=== block 1 ===
block_1/final_congestion.png
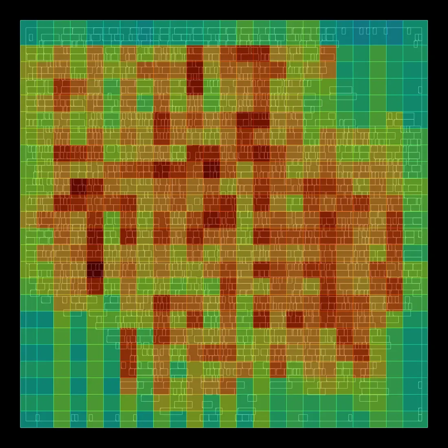

[config.mk]
export PLATFORM = sky130hd
export DESIGN_NAME = program_loader
export DESIGN_NICKNAME = d
export VERILOG_FILES = /design/src/rtl/program_loader.sv
export SDC_FILE = /design/constraint.sdc
export NUM_CORES = 1
export LEC_CHECK = 0
export ABC_CLOCK_PERIOD_IN_PS = 3400
export CORE_MARGIN = 2
export CORE_UTILIZATION = 48
export CTS_CLUSTER_SIZE = 14
export DETAILED_ROUTE_END_ITERATION = 16
export PLACE_DENSITY = 0.79
export SYNTH_ARGS = -nofsm -noshare
export SYNTH_HDL_FRONTEND = slang
export SYNTH_SLANG_ARGS = --single-unit
[constraint.sdc]
create_clock -name clk -period 3.4 [get_ports clk]
set_clock_uncertainty 0.2 [all_clocks]
set_input_delay 1.02 -clock clk [delete_from_list [all_inputs] [get_ports clk]]
set_output_delay 1.02 -clock clk [all_outputs]
set_load 0.05 [all_outputs]
[src/rtl/program_loader.sv]
// ---------------------------------------------------------------------------
// program_loader
//   Streams a program file into target memory, then proves it landed intact.
//   The first FILE_OFFSET bytes of the file are discarded, the following bytes
//   (up to MEM_SIZE of them) are written one byte per transfer starting at
//   START_ADDR, and any excess bytes are drained. Each write is read back on
//   the second port one cycle later. After the file ends, the loaded region is
//   re-read and its byte sum is compared with the sum of the written bytes.
//   On success the memory is handed to the CPU.
//
// Ports
//   clk, reset        single clock, synchronous active-high reset
//   in_valid/in_byte/in_last/in_ready   byte stream with ready/valid handshake
//   mem_addr, mem_we, mem_write_size, mem_wd, mem_rd   main memory port
//   mem_ro_addr2, mem_rd2                 read-only port for write readback
//   loader_or_cpu     memory owner select (0 loader, 1 CPU)
//   done, error       terminal status
//   bytes_loaded      number of bytes written so far
//   err_addr          address of the first detected mismatch
// ---------------------------------------------------------------------------
module program_loader #(
   parameter int unsigned MEM_SIZE    = 8192,
   parameter logic [31:0] START_ADDR  = 32'h8000_0000,
   parameter logic [31:0] FILE_OFFSET = 32'h0000_1000
) (
   input  logic        clk,
   input  logic        reset,
   input  logic        in_valid,
   input  logic [7:0]  in_byte,
   input  logic        in_last,
   output logic        in_ready,
   output logic [31:0] mem_addr,
   output logic [31:0] mem_ro_addr2,
   output logic        mem_we,
   output logic [1:0]  mem_write_size,
   output logic [31:0] mem_wd,
   input  logic [31:0] mem_rd,
   input  logic [31:0] mem_rd2,
   output logic        loader_or_cpu,
   output logic        done,
   output logic        error,
   output logic [31:0] bytes_loaded,
   output logic [31:0] err_addr
);

   typedef enum logic [2:0] {
      ST_SKIP, ST_LOAD, ST_DRAIN, ST_VERIFY, ST_CMP, ST_DONE, ST_FAIL
   } state_t;

   state_t      state, state_next;
   logic [31:0] skip_cnt;
   logic [31:0] loaded;
   logic [31:0] wsum, vsum;
   logic [31:0] vidx;
   logic [31:0] err_q, err_next;

   // Readback of the previous cycle's write.
   logic        chk_pend;
   logic [31:0] chk_addr;
   logic [7:0]  chk_data;

   logic        xfer;
   logic        check_fail;
   logic        unused_rd;

   assign in_ready       = !reset && (state == ST_SKIP || state == ST_LOAD || state == ST_DRAIN);
   assign xfer           = in_valid && in_ready;
   assign mem_we         = !reset && (state == ST_LOAD) && in_valid;
   assign mem_wd         = (state == ST_LOAD) ? {24'h0, in_byte} : 32'h0;
   assign mem_write_size = 2'b00;
   assign mem_addr       = (state == ST_VERIFY) ? START_ADDR + vidx : START_ADDR + loaded;
   assign mem_ro_addr2   = chk_addr;
   assign check_fail     = chk_pend && (mem_rd2[7:0] != chk_data);

   assign done           = (state == ST_DONE);
   assign error          = (state == ST_FAIL);
   assign loader_or_cpu  = (state == ST_DONE);
   assign bytes_loaded   = loaded;
   assign err_addr       = err_q;

   // Only the low byte of each read port carries loaded data.
   assign unused_rd      = ^{mem_rd[31:8], mem_rd2[31:8]};

   always_comb begin
      // NOTE: every output of this block gets a default first so that no
      // path leaves it unassigned, which would otherwise infer a latch.
      state_next = state;
      err_next   = err_q;

      unique case (state)
         ST_SKIP: begin
            if (xfer) begin
               if (in_last)                            state_next = ST_CMP;
               else if (skip_cnt == FILE_OFFSET - 1)   state_next = ST_LOAD;
            end
         end
         ST_LOAD: begin
            if (xfer) begin
               if (in_last)                            state_next = ST_VERIFY;
               else if (loaded + 32'd1 == MEM_SIZE)    state_next = ST_DRAIN;
            end
         end
         ST_DRAIN: begin
            // Reaching DRAIN implies bytes_loaded == MEM_SIZE > 0.
            if (xfer && in_last)                       state_next = ST_VERIFY;
         end
         ST_VERIFY: begin
            if (vidx == loaded - 32'd1)                state_next = ST_CMP;
         end
         ST_CMP: begin
            if (vsum == wsum) begin
               state_next = ST_DONE;
            end else begin
               state_next = ST_FAIL;
               err_next   = START_ADDR;
            end
         end
         default: ;  // DONE and FAIL hold until reset
      endcase

      // A failed readback overrides whatever else this cycle decided.
      if (check_fail && state != ST_FAIL) begin
         state_next = ST_FAIL;
         err_next   = chk_addr;
      end
   end

   // NOTE: sequential state uses non-blocking assignments so every register
   // samples the pre-edge values of the others.
   always_ff @(posedge clk) begin
      if (reset) begin
         state    <= ST_SKIP;
         skip_cnt <= '0;
         loaded   <= '0;
         wsum     <= '0;
         vsum     <= '0;
         vidx     <= '0;
         err_q    <= '0;
         chk_pend <= 1'b0;
         chk_addr <= '0;
         chk_data <= '0;
      end else begin
         state    <= state_next;
         err_q    <= err_next;
         chk_pend <= mem_we;
         if (mem_we) begin
            chk_addr <= mem_addr;
            chk_data <= in_byte;
         end
         if (xfer && state == ST_SKIP) skip_cnt <= skip_cnt + 32'd1;
         if (xfer && state == ST_LOAD) begin
            loaded <= loaded + 32'd1;
            wsum   <= wsum + {24'h0, in_byte};
         end
         if (state == ST_VERIFY) begin
            vsum <= vsum + {24'h0, mem_rd[7:0]};
            vidx <= vidx + 32'd1;
         end
      end
   end

endmodule

=== block 2 ===
File: src/rtl/advtim_cap_sched.sv
// advtim_cap_sched: round-robin scheduler sharing one capture core among four channels
module advtim_cap_sched #(
    parameter int TMO_W = 16
) (
    input  logic             pe_cap_clk,
    input  logic             pe_cap_rst,
    input  logic [3:0]       r_cap_en,
    input  logic [3:0]       r_ch_ic1m,
    input  logic [TMO_W-1:0] r_tmo,
    input  logic [3:0]       ch_req,
    input  logic             core_tim_end,
    input  logic [15:0]      core_ifr,
    input  logic [15:0]      core_ilr,
    input  logic [15:0]      core_ifc,
    input  logic [15:0]      core_ilc,
    output logic             core_tim_enable,
    output logic             core_logic_clr,
    output logic             core_ic1m,
    output logic [1:0]       core_sel,
    input  logic [3:0]       res_ack,
    input  logic [1:0]       rd_sel,
    output logic [15:0]      rd_ifr,
    output logic [15:0]      rd_ilr,
    output logic [15:0]      rd_ifc,
    output logic [15:0]      rd_ilc,
    output logic [3:0]       res_valid,
    output logic [3:0]       err_tmo,
    output logic             int_done,
    output logic             int_tmo,
    output logic             busy
);
    typedef enum logic [1:0] {IDLE, START, RUN, CLR} state_t;
    state_t            r_state;
    state_t            w_next;
    logic [1:0]        r_last;
    logic [TMO_W-1:0]  r_cnt;
    logic [3:0][63:0]  r_bank;
    logic [3:0]        w_elig;
    logic [1:0]        w_grant;
    logic              w_done;
    logic              w_tmo;
    logic              w_abort;
    logic [3:0]        w_set_v;
    logic [3:0]        w_set_e;

    assign w_elig  = ch_req & r_cap_en & ~res_valid & ~err_tmo;
    assign w_done  = r_state == RUN && core_tim_end;
    assign w_tmo   = r_state == RUN && !core_tim_end && r_tmo != '0 && r_cnt == r_tmo - TMO_W'(1);
    assign w_abort = r_state == RUN && !core_tim_end && !w_tmo && !r_cap_en[core_sel];
    assign w_set_v = w_done ? 4'b0001 << core_sel : 4'b0000;
    assign w_set_e = w_tmo ? 4'b0001 << core_sel : 4'b0000;
    assign {rd_ifr, rd_ilr, rd_ifc, rd_ilc} = r_bank[rd_sel];

    // First eligible channel after the last grant; descending scan lets the nearest one win
    always_comb begin
        w_grant = r_last;
        for (int k = 4; k >= 1; k--)
            if (w_elig[r_last + 2'(k)]) w_grant = r_last + 2'(k);
    end

    // State register
    always_ff @(posedge pe_cap_clk)
        r_state <= pe_cap_rst ? IDLE : w_next;

    // Next-state: START and CLR last one clock, RUN ends on done, timeout or abort
    always_comb begin
        w_next = r_state;
        case (r_state)
            IDLE:  w_next = |w_elig ? START : IDLE;
            START: w_next = RUN;
            RUN:   w_next = (w_done || w_tmo || w_abort) ? CLR : RUN;
            CLR:   w_next = IDLE;
        endcase
    end

    // Core control and interrupt pulses decoded from state and exit events
    always_comb begin
        core_tim_enable = r_state == RUN;
        core_logic_clr  = r_state == START || r_state == CLR;
        busy            = r_state != IDLE;
        int_done        = w_done && !pe_cap_rst;
        int_tmo         = w_tmo && !pe_cap_rst;
    end

    // Grant latch (held until the next grant), round-robin pointer, saturating timeout counter
    always_ff @(posedge pe_cap_clk) begin
        if (pe_cap_rst) begin
            r_last    <= 2'd3;
            core_sel  <= 2'd0;
            core_ic1m <= 1'b0;
            r_cnt     <= '0;
        end else begin
            if (r_state == IDLE && |w_elig) begin
                core_sel  <= w_grant;
                core_ic1m <= r_ch_ic1m[w_grant];
            end
            if (r_state == CLR) r_last <= core_sel;
            r_cnt <= r_state == START ? '0 : (r_state == RUN && r_cnt != '1) ? r_cnt + TMO_W'(1) : r_cnt;
        end
    end

    // Sticky result/timeout flags: ack clears, a same-cycle set wins
    always_ff @(posedge pe_cap_clk) begin
        if (pe_cap_rst) begin
            res_valid <= '0;
            err_tmo   <= '0;
        end else begin
            res_valid <= (res_valid & ~res_ack) | w_set_v;
            err_tmo   <= (err_tmo & ~res_ack) | w_set_e;
        end
    end

    // Result bank, written only when the core finishes a capture
    always_ff @(posedge pe_cap_clk) begin
        if (pe_cap_rst) r_bank <= '0;
        else if (w_done) r_bank[core_sel] <= {core_ifr, core_ilr, core_ifc, core_ilc};
    end
endmodule

File: config.mk
export PLATFORM = sky130hd
export DESIGN_NAME = advtim_cap_sched
export DESIGN_NICKNAME = d
export VERILOG_FILES = /design/src/rtl/advtim_cap_sched.sv
export SDC_FILE = /design/constraint.sdc
export NUM_CORES = 1
export LEC_CHECK = 0
export CAP_MARGIN = 20
export CORE_ASPECT_RATIO = 1.4
export CORE_MARGIN = 2
export CORE_UTILIZATION = 35
export DETAILED_ROUTE_END_ITERATION = 16
export PLACE_DENSITY_LB_ADDON = 0.15
export SYNTH_ARGS = -nofsm -noshare
export SYNTH_HDL_FRONTEND = slang
export SYNTH_SLANG_ARGS = --single-unit
export TNS_END_PERCENT = 10
File: constraint.sdc
create_clock -name pe_cap_clk -period 7.6 [get_ports pe_cap_clk]
set_input_delay 1.52 -clock pe_cap_clk [delete_from_list [all_inputs] [get_ports pe_cap_clk]]
set_output_delay 1.52 -clock pe_cap_clk [all_outputs]
set_load 0.05 [all_outputs]
=== block 3 ===
**config.mk**
```make
export PLATFORM = sky130hd
export DESIGN_NAME = adder_accumulator
export DESIGN_NICKNAME = d
export VERILOG_FILES = /design/src/rtl/adder_accumulator.sv
export SDC_FILE = /design/constraint.sdc
export NUM_CORES = 1
export LEC_CHECK = 0
export CORE_MARGIN = 5
export CORE_UTILIZATION = 46
export CTS_CLUSTER_DIAMETER = 150
export CTS_CLUSTER_SIZE = 30
export DETAILED_ROUTE_END_ITERATION = 7
export GPL_TIMING_DRIVEN = 0
export MAX_ROUTING_LAYER = met4
export PLACE_DENSITY = 0.79
export SLEW_MARGIN = 0
export SYNTH_ARGS = -nofsm -noshare
export SYNTH_HDL_FRONTEND = slang
export SYNTH_SLANG_ARGS = --single-unit
```
**constraint.sdc**
```tcl
create_clock -name clk -period 4.2 [get_ports clk]
set_clock_uncertainty 0.2 [all_clocks]
set_input_delay 0.84 -clock clk [delete_from_list [all_inputs] [get_ports clk]]
set_output_delay 0.84 -clock clk [all_outputs]
set_load 0.03 [all_outputs]
```
**src/rtl/adder_accumulator.sv**
```systemverilog
// Frame accumulator: sums a fixed number of unsigned beats and presents the result with a sticky carry flag.
// AdderAnybits is the shared ripple-carry adder and is the only addition path in the accumulator.

module AdderAnybits #(
    parameter int width = 8
) (
    input  logic [width-1:0] A,
    input  logic [width-1:0] B,
    output logic [width-1:0] S,
    output logic             Cout
);

    logic [width:0] w_carry;

    assign w_carry[0] = 1'b0;

    // One full-adder cell per bit, carry rippling from the LSB upward.
    for (genvar i = 0; i < width; i++) begin : g_bit
        assign S[i]         = A[i] ^ B[i] ^ w_carry[i];
        assign w_carry[i+1] = (A[i] & B[i]) | (w_carry[i] & (A[i] ^ B[i]));
    end

    assign Cout = w_carry[width];

endmodule

module adder_accumulator #(
    parameter int WIDTH = 8,
    parameter int CNT_W = 4
) (
    input  logic             clk,
    input  logic             rst_n,
    input  logic             start,
    input  logic [CNT_W-1:0] len,
    input  logic             in_valid,
    input  logic [WIDTH-1:0] in_data,
    output logic             in_ready,
    output logic             out_valid,
    input  logic             out_ready,
    output logic [WIDTH-1:0] out_sum,
    output logic             out_ovf,
    output logic             busy
);

    typedef enum logic [1:0] {
        IDLE  = 2'd0,
        ACCUM = 2'd1,
        DONE  = 2'd2
    } state_t;

    state_t           r_state;
    logic [WIDTH-1:0] r_acc;
    logic             r_ovf;
    logic [CNT_W-1:0] r_cnt;

    logic [WIDTH-1:0] w_sum;
    logic             w_cout;

    AdderAnybits #(
        .width(WIDTH)
    ) u_adder (
        .A   (r_acc),
        .B   (in_data),
        .S   (w_sum),
        .Cout(w_cout)
    );

    // A zero-length frame skips ACCUM entirely and reports the cleared accumulator.
    always_ff @(posedge clk or negedge rst_n) begin
        if (!rst_n) begin
            r_state <= IDLE;
            r_acc   <= '0;
            r_ovf   <= 1'b0;
            r_cnt   <= '0;
        end else begin
            case (r_state)
                IDLE: begin
                    if (start) begin
                        r_acc   <= '0;
                        r_ovf   <= 1'b0;
                        r_cnt   <= len;
                        r_state <= (len != '0) ? ACCUM : DONE;
                    end
                end
                ACCUM: begin
                    if (in_valid) begin
                        r_acc <= w_sum;
                        r_ovf <= r_ovf | w_cout;
                        r_cnt <= r_cnt - CNT_W'(1);
                        if (r_cnt == CNT_W'(1)) begin
                            r_state <= DONE;
                        end
                    end
                end
                DONE: begin
                    if (out_ready) begin
                        r_state <= IDLE;
                    end
                end
                default: r_state <= IDLE;
            endcase
        end
    end

    assign in_ready  = (r_state == ACCUM);
    assign out_valid = (r_state == DONE);
    assign busy      = (r_state != IDLE);
    assign out_sum   = r_acc;
    assign out_ovf   = r_ovf;

endmodule

```
=== block 4 ===
--- src/rtl/cnt_pkg.sv ---
// Shared definitions for the modulo-N counter family: direction encoding and
// a width helper for integrators sizing WIDTH from MODULUS.
package cnt_pkg;

    localparam logic CNT_DIR_UP   = 1'b0;
    localparam logic CNT_DIR_DOWN = 1'b1;

    // Smallest number of bits able to index v distinct values (minimum 1).
    function automatic int clog2(input longint unsigned v);
        longint unsigned acc;
        int bits;
        acc  = 64'd1;
        bits = 0;
        while (acc < v) begin
            acc  = acc << 1;
            bits = bits + 1;
        end
        if (bits == 0) begin
            bits = 1;
        end else begin
            bits = bits;
        end
        return bits;
    endfunction

endpackage

--- src/rtl/mod_counter.sv ---
// Parametrised modulo-N up/down counter with clear, load, wrap-or-saturate
// behaviour and a combinational terminal count for cascading stages.
module mod_counter
    import cnt_pkg::*;
#(
    parameter int              WIDTH    = 8,
    parameter longint unsigned MODULUS  = 256,
    parameter bit              SATURATE = 1'b0
) (
    input  logic             i_clk,
    input  logic             i_rst,
    input  logic             i_clr,
    input  logic             i_load,
    input  logic [WIDTH-1:0] i_load_val,
    input  logic             i_en,
    input  logic             i_dir,
    output logic [WIDTH-1:0] o_cnt,
    output logic             o_tc,
    output logic             o_wrap,
    output logic             o_sat
);

    if ((WIDTH < 2) || (WIDTH > 32)) begin : g_bad_width
        $fatal(1, "mod_counter: WIDTH must be in 2..32");
    end
    if ((MODULUS < 64'd2) || (MODULUS > (64'd1 << WIDTH))) begin : g_bad_modulus
        $fatal(1, "mod_counter: MODULUS must be in 2..2**WIDTH");
    end

    localparam logic [WIDTH:0]   MOD_W   = MODULUS[WIDTH:0];
    localparam logic [WIDTH:0]   ONE_W   = {{WIDTH{1'b0}}, 1'b1};
    localparam logic [WIDTH:0]   LIMIT_W = MOD_W - ONE_W;
    localparam logic [WIDTH-1:0] LIMIT   = LIMIT_W[WIDTH-1:0];

    logic [WIDTH-1:0] cnt_q, cnt_d;
    logic             wrap_q, wrap_d;
    logic             sat_q, sat_d;
    logic [WIDTH:0]   cnt_ext_s, sum_s, diff_s, load_ext_s;
    logic             at_top_s, at_bot_s;
    logic [WIDTH-1:0] load_clamped_s;

    // One extra bit keeps the 2**WIDTH case exact: top is detected when
    // cnt+1 reaches MODULUS, bottom when cnt-1 borrows out of the top bit.
    assign cnt_ext_s      = {1'b0, cnt_q};
    assign sum_s          = cnt_ext_s + ONE_W;
    assign diff_s         = cnt_ext_s - ONE_W;
    assign at_top_s       = (sum_s == MOD_W);
    assign at_bot_s       = diff_s[WIDTH];
    assign load_ext_s     = {1'b0, i_load_val};
    assign load_clamped_s = (load_ext_s >= MOD_W) ? LIMIT : i_load_val;

    assign o_tc   = i_en & (((i_dir == CNT_DIR_UP) & at_top_s) |
                            ((i_dir == CNT_DIR_DOWN) & at_bot_s));
    assign o_cnt  = cnt_q;
    assign o_wrap = wrap_q;
    assign o_sat  = sat_q;

    // Next-state: clear beats load beats count; o_sat is a level held until a real move.
    always_comb begin
        cnt_d  = cnt_q;
        wrap_d = 1'b0;
        sat_d  = sat_q;
        if (i_clr) begin
            cnt_d = {WIDTH{1'b0}};
            sat_d = 1'b0;
        end else if (i_load) begin
            cnt_d = load_clamped_s;
            sat_d = 1'b0;
        end else if (i_en) begin
            case (i_dir)
                CNT_DIR_UP: begin
                    if (!at_top_s) begin
                        cnt_d = sum_s[WIDTH-1:0];
                        sat_d = 1'b0;
                    end else if (SATURATE) begin
                        sat_d = 1'b1;
                    end else begin
                        cnt_d  = {WIDTH{1'b0}};
                        wrap_d = 1'b1;
                        sat_d  = 1'b0;
                    end
                end
                CNT_DIR_DOWN: begin
                    if (!at_bot_s) begin
                        cnt_d = diff_s[WIDTH-1:0];
                        sat_d = 1'b0;
                    end else if (SATURATE) begin
                        sat_d = 1'b1;
                    end else begin
                        cnt_d  = LIMIT;
                        wrap_d = 1'b1;
                        sat_d  = 1'b0;
                    end
                end
                default: begin
                    cnt_d = cnt_q;
                    sat_d = sat_q;
                end
            endcase
        end else begin
            cnt_d = cnt_q;
        end
    end

    // State registers with asynchronous active-high reset.
    always_ff @(posedge i_clk or posedge i_rst) begin
        if (i_rst) begin
            cnt_q  <= {WIDTH{1'b0}};
            wrap_q <= 1'b0;
            sat_q  <= 1'b0;
        end else begin
            cnt_q  <= cnt_d;
            wrap_q <= wrap_d;
            sat_q  <= sat_d;
        end
    end

endmodule
--- config.mk ---
export PLATFORM = sky130hd
export DESIGN_NAME = mod_counter
export DESIGN_NICKNAME = d
export VERILOG_FILES = /design/src/rtl/cnt_pkg.sv /design/src/rtl/mod_counter.sv
export SDC_FILE = /design/constraint.sdc
export NUM_CORES = 1
export LEC_CHECK = 0
export CORE_ASPECT_RATIO = 0.8
export CORE_MARGIN = 3
export CORE_UTILIZATION = 46
export DETAILED_ROUTE_END_ITERATION = 8
export HOLD_SLACK_MARGIN = 0.06
export PLACE_DENSITY = 0.79
export SLEW_MARGIN = 20
export SYNTH_ARGS = -nofsm -noshare
export SYNTH_HDL_FRONTEND = slang
export SYNTH_SLANG_ARGS = --single-unit
--- constraint.sdc ---
create_clock -name i_clk -period 2.4 [get_ports i_clk]
set_clock_uncertainty 0.1 [all_clocks]
set_input_delay 0.72 -clock i_clk [delete_from_list [all_inputs] [get_ports i_clk]]
set_output_delay 0.72 -clock i_clk [all_outputs]
set_load 0.02 [all_outputs]
block_3/cell_classes.png
The bar under the picture is 20 µm long.
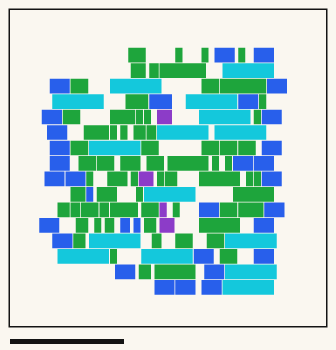
- all other logic: green (cells 68)
- flip-flops: cyan (cells 15)
- clock drivers and dummy loads: purple (cells 4)
- other buffers and delay cells: blue (cells 32)
core box area: 0.00196 mm²
sequential cell area share: 28.9%
final core utilization: 66.2%
Rows: 16
final instance area: 0.00130 mm²

block_3/gate_families.png
The bar under the picture is 20 µm long.
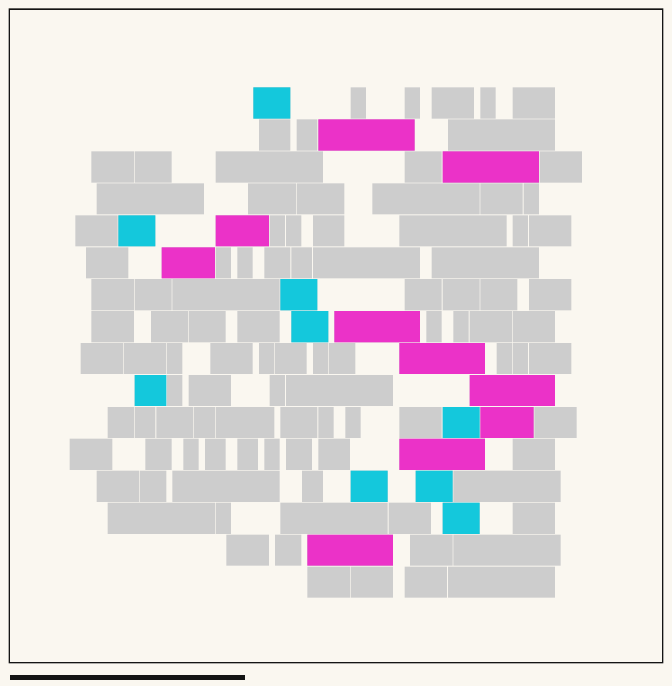
- adder and majority cells: magenta (cells 10)
- AND-OR and OR-AND gates: cyan (cells 9)
Comb/total area: 38.7%
most numerous logic cell after layout: clkdlybuf4s50_1
non-filler instance count after layout: 146

==> impl_metrics.tcl, block 3 <==
# implementation run metrics
set metrics [dict create \
    status "finished, final reports clean" \
    r2r_end "out_sum[7]" \
    layout-drive-gt1-share_pct 8.40 \
    grt_max_degree 16 \
    p_seq_share_pct 29.0 \
    synthTopCellsByCount "dfrtp_1, inv_1, fa_1" \
    cp-end-kind "flop" \
    top_usage_layer "met2" \
    logic_area_um2 503 \
    vias 783 \
    use_met2_pct 25.8 \
    edf_count 0 \
    syn_avg_cell_area_um2 11.0 \
    ys_sh_adder_pct 18.6 \
    ff_type "dfrtp_1" \
    mux_area_share_pct 3.67 \
    regArea_um2 375 \
    clockBufferDepth 2 \
    p_switching_w 0.000419 \
    whs_ps 323 \
    drt-initial-drc-count 9 \
    holdPathStages 1 \
    ys_sh_xor_pct 0 \
    slew_viol_final 0 \
    io_buffers 28 \
    timing.final.ws_setup_ps 127 \
    met3_usage_pct 3.73 \
    crit_type "input pin to flop" \
    crit_end "out_sum[7]" \
    n_all_inverters 15 \
    post_cts_buffers 0 \
    cp.arrival_ps 4050 \
    grt_remaining_overflow 0 \
    setup_violations 0 \
    pwr-share-comb_pct 62.1 \
    die_area_mm2 0.00308 \
    taps 27 \
    hold_viol_final 0 \
    netlist_instances 87 \
    htreeDepth 1 \
    min-delay-start "out_sum[3]" \
    worstMarginPinSlew_ps 702 \
    r2r_cells 11 \
    maxCapViolCount 0 \
    synth_area_um2 953 \
    ff2ff_setup_slack_ps 760 \
    max_freq_mhz 246 \
    ys_top_logic_family "adder cells" \
    fp_util_pct 48.6 \
    maxUsedRoutingLayer "met4" \
    grt_setup_unrepaired "false" \
    ioPinCount 29 \
    grt_pass1_wl_mm 3.90 \
    fp.dieW_um 55.5 \
    async_flop_share_pct 100 \
    buf_share_pct 23.4 \
    r2r-start "out_sum[0]" \
    ys_seq_share_pct 39.4 \
    powerDensity_mw_per_mm2 719 \
    log.warning_count 27 \
    place_inst 142 \
    slowest_delay_ps 470 \
    path_buffers 3 \
    switching_share_pct 44.8 \
    comb_cells 53 \
    p_int_w 0.000515 \
    cts_buffers 3 \
    yosysUniqueCellTypes 32 \
]
block 3: power by group through the flow:
stage               clock [W]  combinational (W)  sequential [W]
finish              0.0000830           0.000580        0.000271
global route        0.0000927           0.000633        0.000279
CTS                 0.0000840           0.000587        0.000271
detailed placement          0           0.000582        0.000272
global placement            0           0.000559        0.000266
floorplan                   0           0.000325        0.000325
block 3: state kept, by name, summed over array words and instances (netlist names):
register and count:
r_state 2, out_ovf 1, r_cnt 4, out_sum 8
block 3: repair_timing:
item                                   4_1_cts  5_1_grt
gates resized                                1        1
hold buffers                                 0        0
setup endpoints to repair                    1        1
endpoints found under the hold margin        0        0
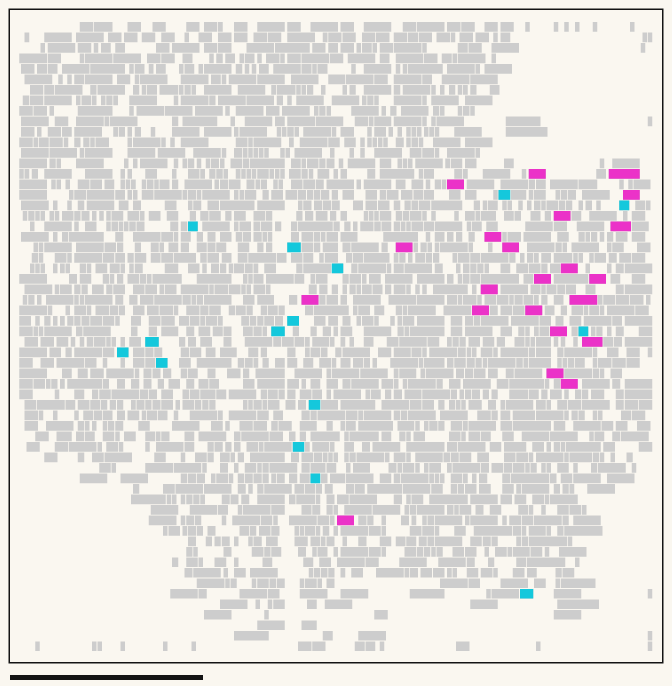
block_1/gate_families.png
The bar under the picture is 50 µm long.
- adder and majority cells: magenta (cells 22; where middle right)
- AND-OR and OR-AND gates: cyan (cells 15)
non-filler instance count after layout: 2,266
Comb/total area: 46.1%
most numerous logic cell after layout: nor2_1

## Picture notes: block_1/final_congestion.png
All-Layer GR Usage: 26.5%
met2 Use GR: 46.6%

==> impl_metrics.tcl, block 1 <==
# implementation run metrics
set metrics [dict create \
    status "finished, final reports clean" \
    die_h_um 169 \
    met3_usage_pct 4.91 \
    netlist_instances 1693 \
    powerComb_w 0.000681 \
    ys_cells 1693 \
    area_growth_pct 32.8 \
    wl_per_cell_um 17.5 \
    post_cts_buffers 3 \
    clkTransAtPathRegs_ps 60 \
    worstSetupStartpointType "flop" \
    yosysUniqueCellTypes 71 \
    ys_top_logic_family "simple AND/OR/NAND/NOR gates" \
    power_leader "the clock network" \
    cts_buffers 27 \
    hold_viol_final 0 \
    drcViolationCount 0 \
    ioPinCount 243 \
    cp.arrival_ps 2150 \
    switching_share_pct 26.0 \
    worstSkewPairLatency_ps 540 \
    cts.repair.resized 40 \
    grt_setup_unrepaired "true" \
    grt_pass1_wl_mm 62.6 \
    edf_count 0 \
    ff_type "dfxtp_1" \
    cp-end-kind "output port" \
    place.gp.congestion 0.939 \
    path_buffers 4 \
    layout-drive-gt1-share_pct 14.6 \
    setup_tns_ps 0 \
    route.met2.wl_mm 19.5 \
    numClockSinks 236 \
    logic_area_mm2 0.00800 \
    p_clk_share_pct 45.3 \
    nets 2003 \
    ant_nets 0 \
    p_leak_nw 6.56 \
    place_area_mm2 0.0160 \
    max-vdd-ir-drop_uv 325 \
    mux_area_share_pct 0.383 \
    max_freq_mhz 297 \
    regArea_mm2 0.00473 \
    io_buffers 168 \
    worstMarginPinSlew_ps 1090 \
    simple_gate_area_share_pct 29.1 \
    crit_chain "buf_4 -> nor2_4 -> buf_12 -> clkbuf_16 -> o21ai_1 -> buf_12" \
    drt-total-wl_mm 39.7 \
    hold_path_class "flop to flop" \
    mostFrequentLayoutCells "nor2_1, dfxtp_1, nand2_1" \
    maxCapViolCount 0 \
    utilization_pct 64.7 \
    grt_pass1_vias 12400 \
    antenna_found_initial 0 \
    topCellsByArea "dfxtp_1, xnor2_1, nor2_1" \
]
==> block 1: area by class of cell <==
cell class              instances  area share, %
clock buffers                  34           4.34
repair buffers                290           17.9
clock inverters                15          0.758
multi-input cells            1296           46.1
well taps                     341           2.46
flip-flops and latches        236           27.2
inverters                      54           1.18
==> block 1: path summary, 6_finish.rpt <==
check / endpoint / depth (start not counted) / from / slack [ps]
max: mem_addr[1] / 6 / state[2] / 30
min: chk_data[5] / 2 / chk_data[5] / 270
max reg2reg: state[0] / 11 / bytes_loaded[3] / 110
min reg2reg: chk_data[5] / 2 / chk_data[5] / 270
block_2/registers.png
The bar under the picture is 50 µm long. Other sequential cells in the stronger gray, the rest of the logic in the fainter gray.
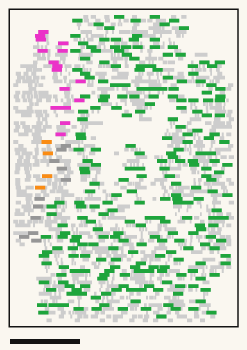
- r_cnt: magenta (placed flops 16; where upper left)
- err_tmo: orange (placed flops 4; where middle left)
- r_bank: green (placed flops 256)
Power Sequential: 0.00152 W
register area: 0.00575 mm²
sequential cell area share: 37.0%
final core utilization: 44.6%

==> impl_metrics.tcl, block 2 <==
# implementation run metrics
set metrics [dict create \
    post_cts_buffers 0 \
    final_area_mm2 0.0155 \
    r2r-start "r_state[0]" \
    worstSkewPairLatency_ps 580 \
    buf_share_pct 12.2 \
    min_period_ps 6630 \
    top_usage_layer "met2" \
    taps 456 \
    fp_util_pct 35.5 \
    whs_ps 451 \
    comb_cells 1057 \
    antenna_found_initial 2 \
    powerDensity_mw_per_mm2 214 \
    simple_gate_area_share_pct 21.5 \
    ys_sh_xor_pct 1.98 \
    hold_end "r_bank[139]" \
    status "finished, final reports clean" \
    worstSetupStartpointType "input pin" \
    yosysUniqueCellTypes 60 \
    diodes 1 \
    n_clock_buffer 39 \
    async_flop_share_pct 0 \
    setup_tns_ps 0 \
    place_inst 1998 \
    path_buffers 3 \
    htreeDepth 1 \
    cts_hold_buf 0 \
]
-- block 2: logic make-up after synthesis --
logic type | after synthesis
compound gates | 307
xor+xnor | 28
fa+ha+maj | 6
buf+inv | 113
flops | 287
mux | 77
simple gates | 639
-- block 2: power by group through the flow --
stage	combinational, W	sequential, W	clock [W]
6_report	0.000229	0.00152	0.00157
5_1_grt	0.000247	0.00152	0.00168
4_1_cts	0.000232	0.00152	0.00162
3_5_place_dp	0.000231	0.00156	0
3_3_place_gp	0.000232	0.00155	0
2_1_floorplan	0.000117	0.00156	0
block_4/final_congestion.png
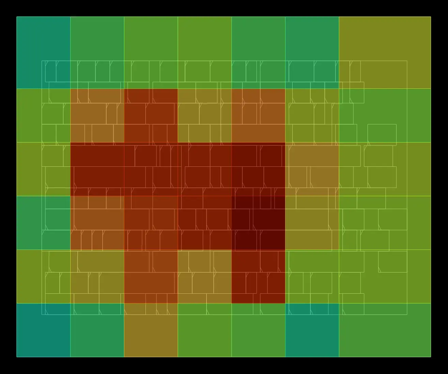
All-Layer GR Usage: 30.3%
WL/cell: 19.5 µm
M3 GR Usage: 6.19%
final core utilization: 86.8%

==> impl_metrics.tcl, block 4 <==
# implementation run metrics
set metrics [dict create \
    die_area_mm2 0.00233 \
    violations "negative setup slack" \
    p_seq_share_pct 29.8 \
    simple_gate_area_share_pct 27.6 \
    p_leak_nw 0.570 \
    regArea_um2 230 \
    cp.arrival_ps 1870 \
    n_clock_buffer 4 \
    timing.final.ws_setup_ps -292 \
    drtPass1Iterations 6 \
    routed-wl-met3_um 382 \
    routed_via_density 6.25 \
    cp-end-kind "output port" \
    clk_share_pct 1.98 \
    hold_viol_final 0 \
    core_area_mm2 0.00153 \
    lay_top_count "buf_4" \
    worstSetupStartpointType "flop" \
    buf_share_pct 34.8 \
    nets 167 \
    n_all_inverters 5 \
    ff_type "dfrtp_1" \
    ys_warn_count 0 \
    io_buffers 23 \
    root_buffer "clkbuf_4" \
    setup_violations 1 \
    grt_pass1_vias 997 \
    cp_max_fo 2 \
    switching_share_pct 36.0 \
    status "complete, but fails checks" \
    r2r_cells 9 \
    max-vdd-ir-drop_uv 360 \
    grt_pass1_wl_mm 5.00 \
    drt-total-wl_mm 3.32 \
    fill_cells 81 \
    netlist_instances 100 \
    place.gp.congestion 0.985 \
    r2r_end "o_cnt[6]" \
    drt-initial-drc-count 56 \
    slowest_delay_ps 410 \
    place_area_mm2 0.00121 \
    power_leader "combinational logic" \
    slew_viol_final 0 \
    flops 9 \
    post_cts_buffers 5 \
    grt_remaining_overflow 0 \
    synth_area_um2 820 \
    top_usage_layer "met2" \
    syn_avg_cell_area_um2 8.20 \
    layout-drive-gt1-share_pct 34.2 \
]
block 4: per-stage QoR:
| step | hold slack (ps) | setup WS, ps | cells |
|---|---|---|---|
| 2_1_floorplan | 448 | 8.01 | 100 |
| 5_1_grt | 630 | -350 | 170 |
| 4_1_cts | 627 | -205 | 166 |
| 6_report | 601 | -292 | 170 |
| 3_3_place_gp | 669 | -768 | 157 |
| 3_5_place_dp | 686 | -821 | 157 |
block 4: registers in the layout, summed over array words and instances (netlist names):
register,cells
o_cnt,8
o_wrap,1

==> layout pictures side by side <==
Drive-strength map.
picture 1
The bar under the picture is 50 µm long.
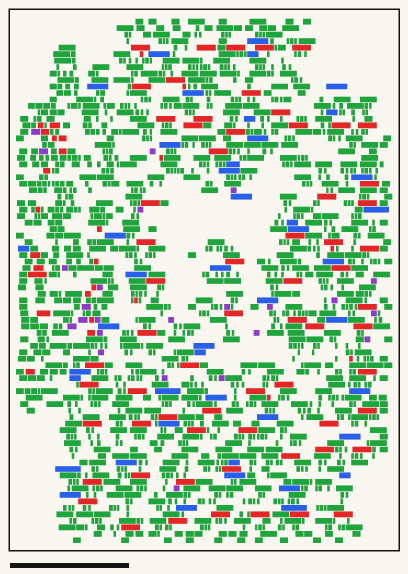
picture 2
The bar under the picture is 20 µm long.
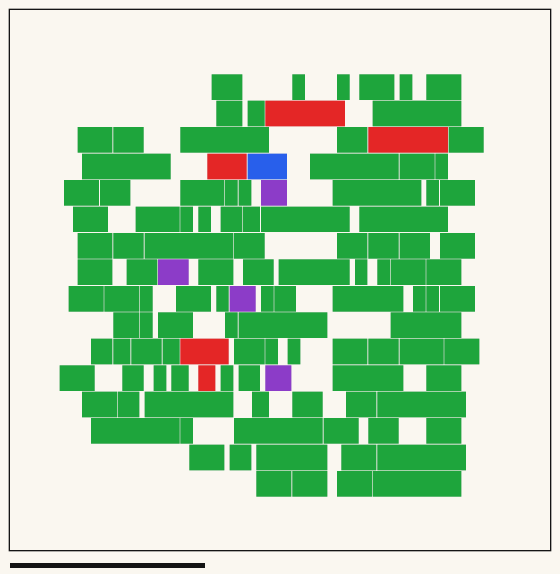
picture 3
The bar under the picture is 50 µm long.
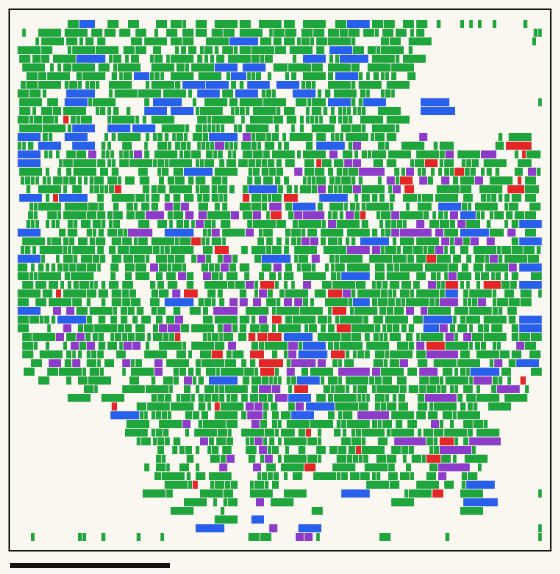
picture 4
The bar under the picture is 20 µm long.
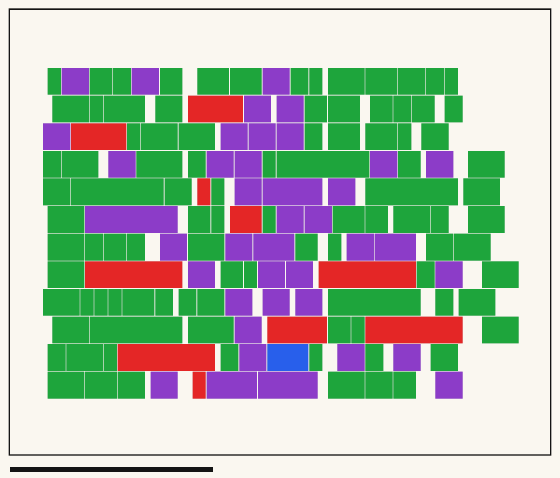
Picture 4 comes from block 4.
Picture 1 comes from block 2.
Picture 2 comes from block 3.
Picture 3 comes from block 1.
Of these, smallest die: picture 4


=== block 5 ===
block_5/drive_strength.png
The bar under the picture is 20 µm long.
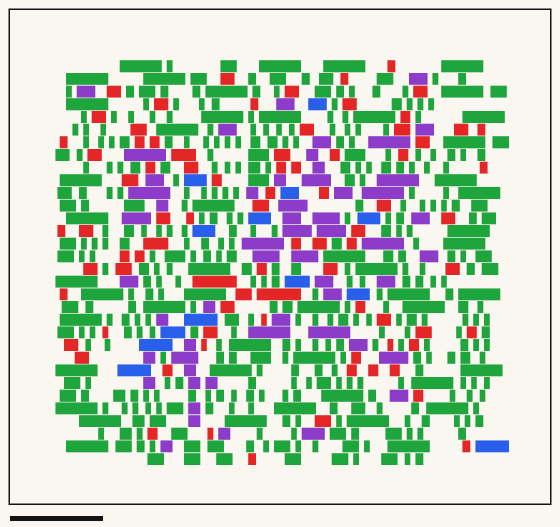

File: src/rtl/softmax_row_max_pkg.sv
// Shared definitions for the softmax row-maximum tracker: default widths and
// the FSM state encoding.
package softmax_row_max_pkg;

  localparam int DEF_DW = 16;
  localparam int DEF_CW = 8;

  typedef enum logic [1:0] {
    SMAX_IDLE = 2'd0,
    SMAX_ACC  = 2'd1,
    SMAX_EMIT = 2'd2
  } smax_state_e;

endpackage

File: src/rtl/softmax_smax_cmp.sv
// Combinational signed max-of-two. On a tie the a operand is returned, which
// lets callers keep their accumulator unchanged.
module softmax_smax_cmp #(
  parameter int DW = 16
) (
  input  logic [DW-1:0] a,
  input  logic [DW-1:0] b,
  output logic [DW-1:0] y
);

  assign y = ($signed(b) > $signed(a)) ? b : a;

endmodule

File: src/rtl/softmax_row_max.sv
// Streaming running-maximum over one softmax channel row. One element is taken
// per in_vld cycle, gaps are allowed, and the row maximum is presented with a
// single-cycle max_vld pulse one cycle after the last element.
//
// Handshake: in_vld/in_dat is valid-only (no ready); every in_vld cycle is
// consumed. An element arriving with no open row is dropped and flags the
// sticky err_stray. max_vld is a one-cycle pulse; max_dat holds until the next.
module softmax_row_max
  import softmax_row_max_pkg::*;
#(
  parameter int DW = DEF_DW,
  parameter int CW = DEF_CW
) (
  input  logic          clk,
  input  logic          rst_n,
  input  logic          start,
  input  logic [CW-1:0] CH_in,
  input  logic          in_vld,
  input  logic [DW-1:0] in_dat,
  output logic          busy,
  output logic          max_vld,
  output logic [DW-1:0] max_dat,
  output logic          err_stray,
  output logic [1:0]    dbg_state
);

  localparam logic [DW-1:0] NEG_MIN = {1'b1, {(DW-1){1'b0}}};

  smax_state_e   state_q, state_d;
  logic [CW-1:0] len_q, len_d;
  logic [CW-1:0] cnt_q, cnt_d;
  logic [DW-1:0] acc_q, acc_d;
  logic [DW-1:0] max_dat_q, max_dat_d;
  logic          err_q, err_d;

  logic [DW-1:0] cmp_y;
  logic [CW:0]   cnt_inc;
  logic          is_last;

  softmax_smax_cmp #(.DW(DW)) u_cmp (
    .a (acc_q),
    .b (in_dat),
    .y (cmp_y)
  );

  // cnt stops at len, so the widened increment never wraps
  assign cnt_inc = {1'b0, cnt_q} + {{CW{1'b0}}, 1'b1};
  assign is_last = (cnt_inc == {1'b0, len_q});

  // Next-state: open a new row on start, fold elements while accumulating
  always_comb begin
    state_d   = state_q;
    len_d     = len_q;
    cnt_d     = cnt_q;
    acc_d     = acc_q;
    max_dat_d = max_dat_q;
    err_d     = err_q;

    if (start) begin
      // start always wins, including mid-row (row abandoned) and in EMIT
      len_d = CH_in;
      cnt_d = '0;
      acc_d = NEG_MIN;
      if (CH_in == '0) begin
        state_d   = SMAX_EMIT;
        max_dat_d = NEG_MIN;
        if (in_vld) err_d = 1'b1;
      end else begin
        state_d = SMAX_ACC;
        if (in_vld) begin
          cnt_d = {{(CW-1){1'b0}}, 1'b1};
          acc_d = in_dat;
          if (CH_in == {{(CW-1){1'b0}}, 1'b1}) begin
            state_d   = SMAX_EMIT;
            max_dat_d = in_dat;
          end
        end
      end
    end else begin
      case (state_q)
        SMAX_ACC: begin
          if (in_vld) begin
            cnt_d = cnt_inc[CW-1:0];
            acc_d = cmp_y;
            if (is_last) begin
              state_d   = SMAX_EMIT;
              max_dat_d = cmp_y;
            end
          end
        end
        SMAX_EMIT: begin
          state_d = SMAX_IDLE;
          if (in_vld) err_d = 1'b1;
        end
        default: begin
          if (in_vld) err_d = 1'b1;
        end
      endcase
    end
  end

  // State and datapath registers
  always_ff @(posedge clk or negedge rst_n) begin
    if (!rst_n) begin
      state_q   <= SMAX_IDLE;
      len_q     <= '0;
      cnt_q     <= '0;
      acc_q     <= NEG_MIN;
      max_dat_q <= '0;
      err_q     <= 1'b0;
    end else begin
      state_q   <= state_d;
      len_q     <= len_d;
      cnt_q     <= cnt_d;
      acc_q     <= acc_d;
      max_dat_q <= max_dat_d;
      err_q     <= err_d;
    end
  end

  assign busy      = (state_q == SMAX_ACC);
  assign max_vld   = (state_q == SMAX_EMIT);
  assign max_dat   = max_dat_q;
  assign err_stray = err_q;
  assign dbg_state = state_q;

endmodule

File: config.mk
export PLATFORM = sky130hd
export DESIGN_NAME = softmax_row_max
export DESIGN_NICKNAME = d
export VERILOG_FILES = /design/src/rtl/softmax_row_max_pkg.sv /design/src/rtl/softmax_smax_cmp.sv /design/src/rtl/softmax_row_max.sv
export SDC_FILE = /design/constraint.sdc
export NUM_CORES = 1
export LEC_CHECK = 0
export ABC_AREA = 1
export CELL_PAD_IN_SITES_DETAIL_PLACEMENT = 1
export CELL_PAD_IN_SITES_GLOBAL_PLACEMENT = 1
export CORE_ASPECT_RATIO = 0.9
export CORE_MARGIN = 8
export CORE_UTILIZATION = 40
export CTS_CLUSTER_DIAMETER = 120
export CTS_CLUSTER_SIZE = 24
export DETAILED_ROUTE_END_ITERATION = 12
export HOLD_SLACK_MARGIN = 0.1
export PLACE_DENSITY_LB_ADDON = 0.1
export SETUP_SLACK_MARGIN = 0.4
export SLEW_MARGIN = 20
export SYNTH_ARGS = -nofsm -noshare
export SYNTH_HDL_FRONTEND = slang
export SYNTH_SLANG_ARGS = --single-unit
File: constraint.sdc
create_clock -name clk -period 2.8 [get_ports clk]
set_input_delay 0.84 -clock clk [delete_from_list [all_inputs] [get_ports clk]]
set_output_delay 0.84 -clock clk [all_outputs]
set_load 0.01 [all_outputs]
=== block 6 ===
**src/rtl/id_ex_stage.sv**
```systemverilog
// ID/EX pipeline register for the in-order RV32 core. It resolves MEM/WB forwarding and
// stalls decode on RAW hazards that cannot be forwarded.
module id_ex_stage #(
  parameter int unsigned XLEN     = 32,
  parameter int unsigned ALU_OP_W = 4
) (
  input  logic                clk,
  input  logic                rst_n,
  input  logic                id_valid,
  input  logic [XLEN-1:0]     id_pc,
  input  logic [4:0]          id_rs1,
  input  logic [4:0]          id_rs2,
  input  logic [4:0]          id_rd,
  input  logic                id_uses_rs1,
  input  logic                id_uses_rs2,
  input  logic [XLEN-1:0]     id_imm,
  input  logic [ALU_OP_W-1:0] id_alu_op,
  input  logic                id_reg_we,
  input  logic                id_mem_re,
  input  logic                id_mem_we,
  input  logic [XLEN-1:0]     rf_rdata1,
  input  logic [XLEN-1:0]     rf_rdata2,
  input  logic                mem_valid,
  input  logic                mem_reg_we,
  input  logic                mem_is_load,
  input  logic [4:0]          mem_rd,
  input  logic [XLEN-1:0]     mem_result,
  input  logic                wb_we,
  input  logic [4:0]          wb_rd,
  input  logic [XLEN-1:0]     wb_wdata,
  input  logic                ex_stall,
  input  logic                flush,
  output logic                id_stall,
  output logic                ex_valid,
  output logic [XLEN-1:0]     ex_pc,
  output logic [XLEN-1:0]     ex_imm,
  output logic [XLEN-1:0]     ex_rs1_val,
  output logic [XLEN-1:0]     ex_rs2_val,
  output logic [4:0]          ex_rs1,
  output logic [4:0]          ex_rs2,
  output logic [4:0]          ex_rd,
  output logic [ALU_OP_W-1:0] ex_alu_op,
  output logic                ex_reg_we,
  output logic                ex_mem_re,
  output logic                ex_mem_we
);

  logic            mem_fwd_ok;
  logic [XLEN-1:0] rs1_sel;
  logic [XLEN-1:0] rs2_sel;
  logic            rs1_hazard;
  logic            rs2_hazard;
  logic            hazard;

  // Loads in MEM have no data yet, so only non-load writers may forward from there.
  assign mem_fwd_ok = mem_valid && mem_reg_we && !mem_is_load;

  always_comb begin
    rs1_sel = rf_rdata1;
    if (id_rs1 == 5'd0) begin
      rs1_sel = '0;
    end else if (mem_fwd_ok && (mem_rd == id_rs1)) begin
      rs1_sel = mem_result;
    end else if (wb_we && (wb_rd == id_rs1)) begin
      rs1_sel = wb_wdata;
    end
  end

  always_comb begin
    rs2_sel = rf_rdata2;
    if (id_rs2 == 5'd0) begin
      rs2_sel = '0;
    end else if (mem_fwd_ok && (mem_rd == id_rs2)) begin
      rs2_sel = mem_result;
    end else if (wb_we && (wb_rd == id_rs2)) begin
      rs2_sel = wb_wdata;
    end
  end

  assign rs1_hazard = id_uses_rs1 && (id_rs1 != 5'd0) &&
                      ((ex_valid && ex_reg_we && (ex_rd == id_rs1)) ||
                       (mem_valid && mem_reg_we && mem_is_load && (mem_rd == id_rs1)));
  assign rs2_hazard = id_uses_rs2 && (id_rs2 != 5'd0) &&
                      ((ex_valid && ex_reg_we && (ex_rd == id_rs2)) ||
                       (mem_valid && mem_reg_we && mem_is_load && (mem_rd == id_rs2)));
  assign hazard     = id_valid && (rs1_hazard || rs2_hazard);
  assign id_stall   = hazard || ex_stall;

  always_ff @(posedge clk or negedge rst_n) begin
    if (!rst_n) begin
      ex_valid   <= 1'b0;
      ex_pc      <= '0;
      ex_imm     <= '0;
      ex_rs1_val <= '0;
      ex_rs2_val <= '0;
      ex_rs1     <= '0;
      ex_rs2     <= '0;
      ex_rd      <= '0;
      ex_alu_op  <= '0;
      ex_reg_we  <= 1'b0;
      ex_mem_re  <= 1'b0;
      ex_mem_we  <= 1'b0;
    end else if (flush || (!ex_stall && hazard)) begin
      ex_valid  <= 1'b0;
      ex_reg_we <= 1'b0;
      ex_mem_re <= 1'b0;
      ex_mem_we <= 1'b0;
    end else if (!ex_stall) begin
      ex_valid   <= id_valid;
      ex_pc      <= id_pc;
      ex_imm     <= id_imm;
      ex_rs1_val <= rs1_sel;
      ex_rs2_val <= rs2_sel;
      ex_rs1     <= id_rs1;
      ex_rs2     <= id_rs2;
      ex_rd      <= id_rd;
      ex_alu_op  <= id_alu_op;
      // Side-effect flags are gated so an empty slot never writes anything.
      ex_reg_we  <= id_valid && id_reg_we;
      ex_mem_re  <= id_valid && id_mem_re;
      ex_mem_we  <= id_valid && id_mem_we;
    end
  end

endmodule

```
**config.mk**
```make
export PLATFORM = sky130hd
export DESIGN_NAME = id_ex_stage
export DESIGN_NICKNAME = d
export VERILOG_FILES = /design/src/rtl/id_ex_stage.sv
export SDC_FILE = /design/constraint.sdc
export NUM_CORES = 1
export LEC_CHECK = 0
export ABC_CLOCK_PERIOD_IN_PS = 1940
export CAP_MARGIN = 20
export CORE_AREA = 2 2 150 152
export DETAILED_ROUTE_END_ITERATION = 7
export DIE_AREA = 0 0 152 154
export GPL_TIMING_DRIVEN = 0
export PLACE_DENSITY = 0.77
export RECOVER_POWER = 25
export SLEW_MARGIN = 20
export SYNTH_ARGS = -nofsm -noshare
export SYNTH_HDL_FRONTEND = slang
export SYNTH_SLANG_ARGS = --single-unit
export TNS_END_PERCENT = 50
```
**constraint.sdc**
```tcl
create_clock -name clk -period 1.94 [get_ports clk]
set_clock_uncertainty 0.1 [all_clocks]
set_input_delay 0.388 -clock clk [delete_from_list [all_inputs] [get_ports clk]]
set_output_delay 0.388 -clock clk [all_outputs]
set_load 0.05 [all_outputs]
```
block_5/cell_classes.png
The bar under the picture is 20 µm long.
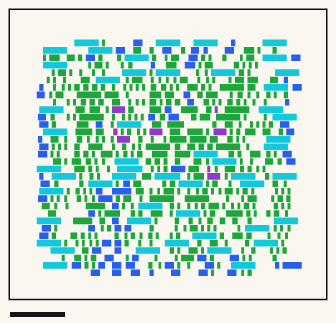
- other buffers and delay cells: blue (cells 71)
- flip-flops: cyan (cells 51)
- all other logic: green (cells 429)
- clock drivers and dummy loads: purple (cells 8)
sequential cell area share: 26.8%
final core utilization: 55.2%

block_5/gate_families.png
The bar under the picture is 20 µm long.
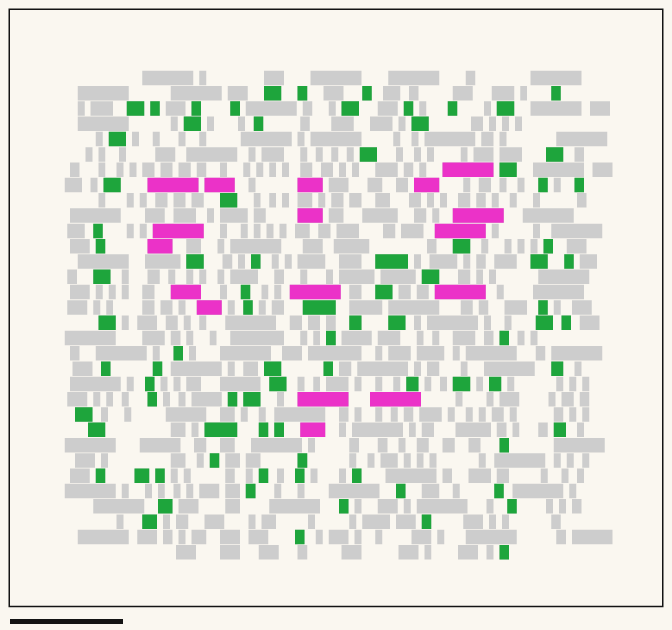
- adder and majority cells: magenta (cells 17)
- inverting AOI/OAI gates: green (cells 85; where spread over the die)
non-filler instance count after layout: 678
most numerous logic cell after layout: nand2_1
Comb/total area: 48.8%

Notes on block_5/drive_strength.png above:
- drive 1 or less: green (cells 410; share 73%; most used nand2_1)
- drive 2: red (cells 81; share 14%; most used a21oi_2)
- drive 6 and up: blue (cells 13; share 2.3%; most used clkbuf_8)
- drive 3 to 4: purple (cells 55; share 9.8%; most used buf_4)
count of plain and timing-repair buffers: 71
setup ws final: 465 ps
P&R area growth vs syn: 32.8%

==> impl_metrics.tcl, block 5 <==
# implementation run metrics
set metrics [dict create \
    crit_type "input pin to flop" \
    status "finished, final reports clean" \
    cts_hold_buf 0 \
    required_ps 3040 \
    top_usage_layer "met2" \
    simple_gate_area_share_pct 33.5 \
    slew_viol_final 0 \
    flops 51 \
    taps 119 \
    grt_max_degree 52 \
    rows 32 \
    p_clk_w 0.000433 \
    die_area_mm2 0.0123 \
    edf_count 0 \
    io_buffers 48 \
    hold_viol_final 0 \
    finalPower_w 0.00282 \
    p_leak_nw 2.23 \
    numClockSinks 51 \
]
[block 5: what timing repair did]
| item | in CTS | in global routing |
|---|---|---|
| pin swaps | 26 | 32 |
| buffers inserted | 1 | 4 |
| cloned | 1 | 1 |
| setup endpoints to repair | 32 | 33 |
| resized | 57 | 63 |
[block 5: final timing paths]
path / cells after the start / end / slack [ps]
worst max-delay path: 15 / max_dat[15] / 460
worst min-delay path: 2 / len_q[6] / 500
worst max register to register: 14 / max_dat[8] / 620
worst min register to register: 1 / err_stray / 500
max in group asynchronous: 2 / acc_q[15] / 1980
min in group clk: 1 / err_stray / 510
block_6/gate_families.png
The bar under the picture is 50 µm long.
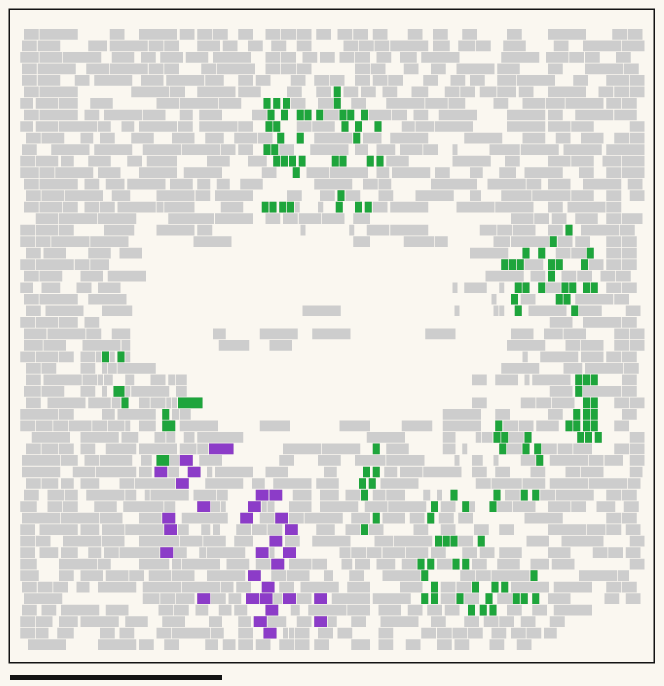
- XOR/XNOR gates: purple (cells 30; where bottom center)
- inverting AOI/OAI gates: green (cells 136)
non-filler instance count after layout: 1,329
most numerous logic cell after layout: clkdlybuf4s50_1
Comb/total area: 30.2%

==> impl_metrics.tcl, block 6 <==
# implementation run metrics
set metrics [dict create \
    drcViolationCount 0 \
    synthTopCellsByCount "dfrtp_1, mux2_4, a21oi_1" \
    ys_sh_adder_pct 0 \
    cts_tree "yes" \
    max_freq_mhz 388 \
    ff_type "dfrtp_1" \
    status "complete, but fails checks" \
    topCellsByArea "dfrtp_1, mux2_4, mux2i_1" \
    edf_count 0 \
    track_usage_pct 23.5 \
    die_h_um 154 \
    sh_seq_area_pct 28.3 \
    grt_max_degree 78 \
    switching_share_pct 35.8 \
    violations "negative setup slack" \
    slew_viol_final 0 \
    p_seq_w 0.00393 \
    syn_avg_cell_area_um2 13.3 \
    vias 6680 \
    ys_chip_area_mm2 0.00814 \
    nets 1271 \
    yosysMostFrequentCell "dfrtp_1" \
    ys_warn_count 0 \
    min_period_ps 2580 \
    async_flop_share_pct 100 \
    p_leak_nw 5.97 \
    dpl.hpwl_mm 21.0 \
    cp.arrival_ps 2090 \
    timing.final.ws_setup_ps -639 \
    n_clock_buffer 19 \
    rows 54 \
    taps 280 \
    largest_class "buffers" \
    drt-total-wl_mm 27.7 \
    antenna_found_initial 0 \
    setup_violations 229 \
    flops 151 \
    slew_headroom_pct 27.4 \
    grt_remaining_overflow 0 \
    clkTransAtPathRegs_ps 70 \
    slowest_delay_ps 430 \
]
-- block 6: final timing paths --
path	from	end	slack [ps]
max in group asynchronous	rst_n	ex_rd[0]	170
min in group asynchronous	rst_n	ex_rs1_val[29]	630
setup / recovery	ex_rd[3]	id_stall	-640
hold / removal	ex_rs1_val[27]	ex_rs1_val[27]	410
hold reg to reg	ex_rs1_val[27]	ex_rs1_val[27]	410
setup reg to reg	ex_rd[3]	ex_rs2_val[6]	-620


==> notes/layouts.md <==
Pictures saved along the way, in no particular order.

Placement by cell class.
Plate I
The bar under the picture is 20 µm long.
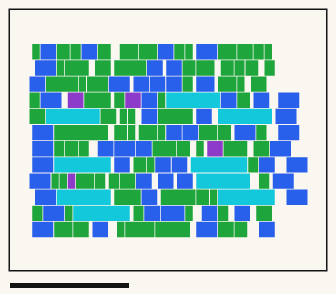
Plate II
The bar under the picture is 50 µm long.
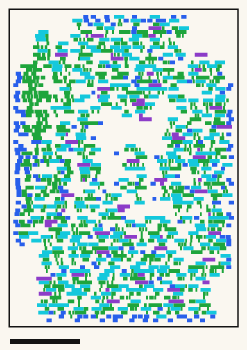
Plate III
The bar under the picture is 50 µm long.
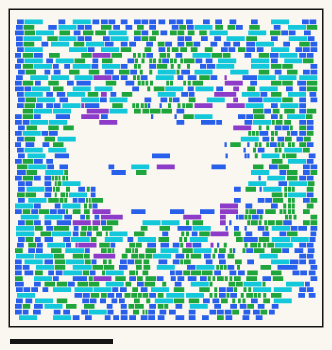
Plate IV
The bar under the picture is 50 µm long.
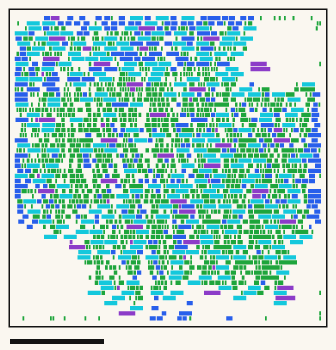
Plate I comes from block 4.
Plate IV comes from block 1.
Plate II comes from block 2.
Plate III comes from block 6.
The one with the fewest sequential cells is Plate I.
The one with the smallest die is Plate I.

No activity file was given, so power comes from the tool's default toggle rates.
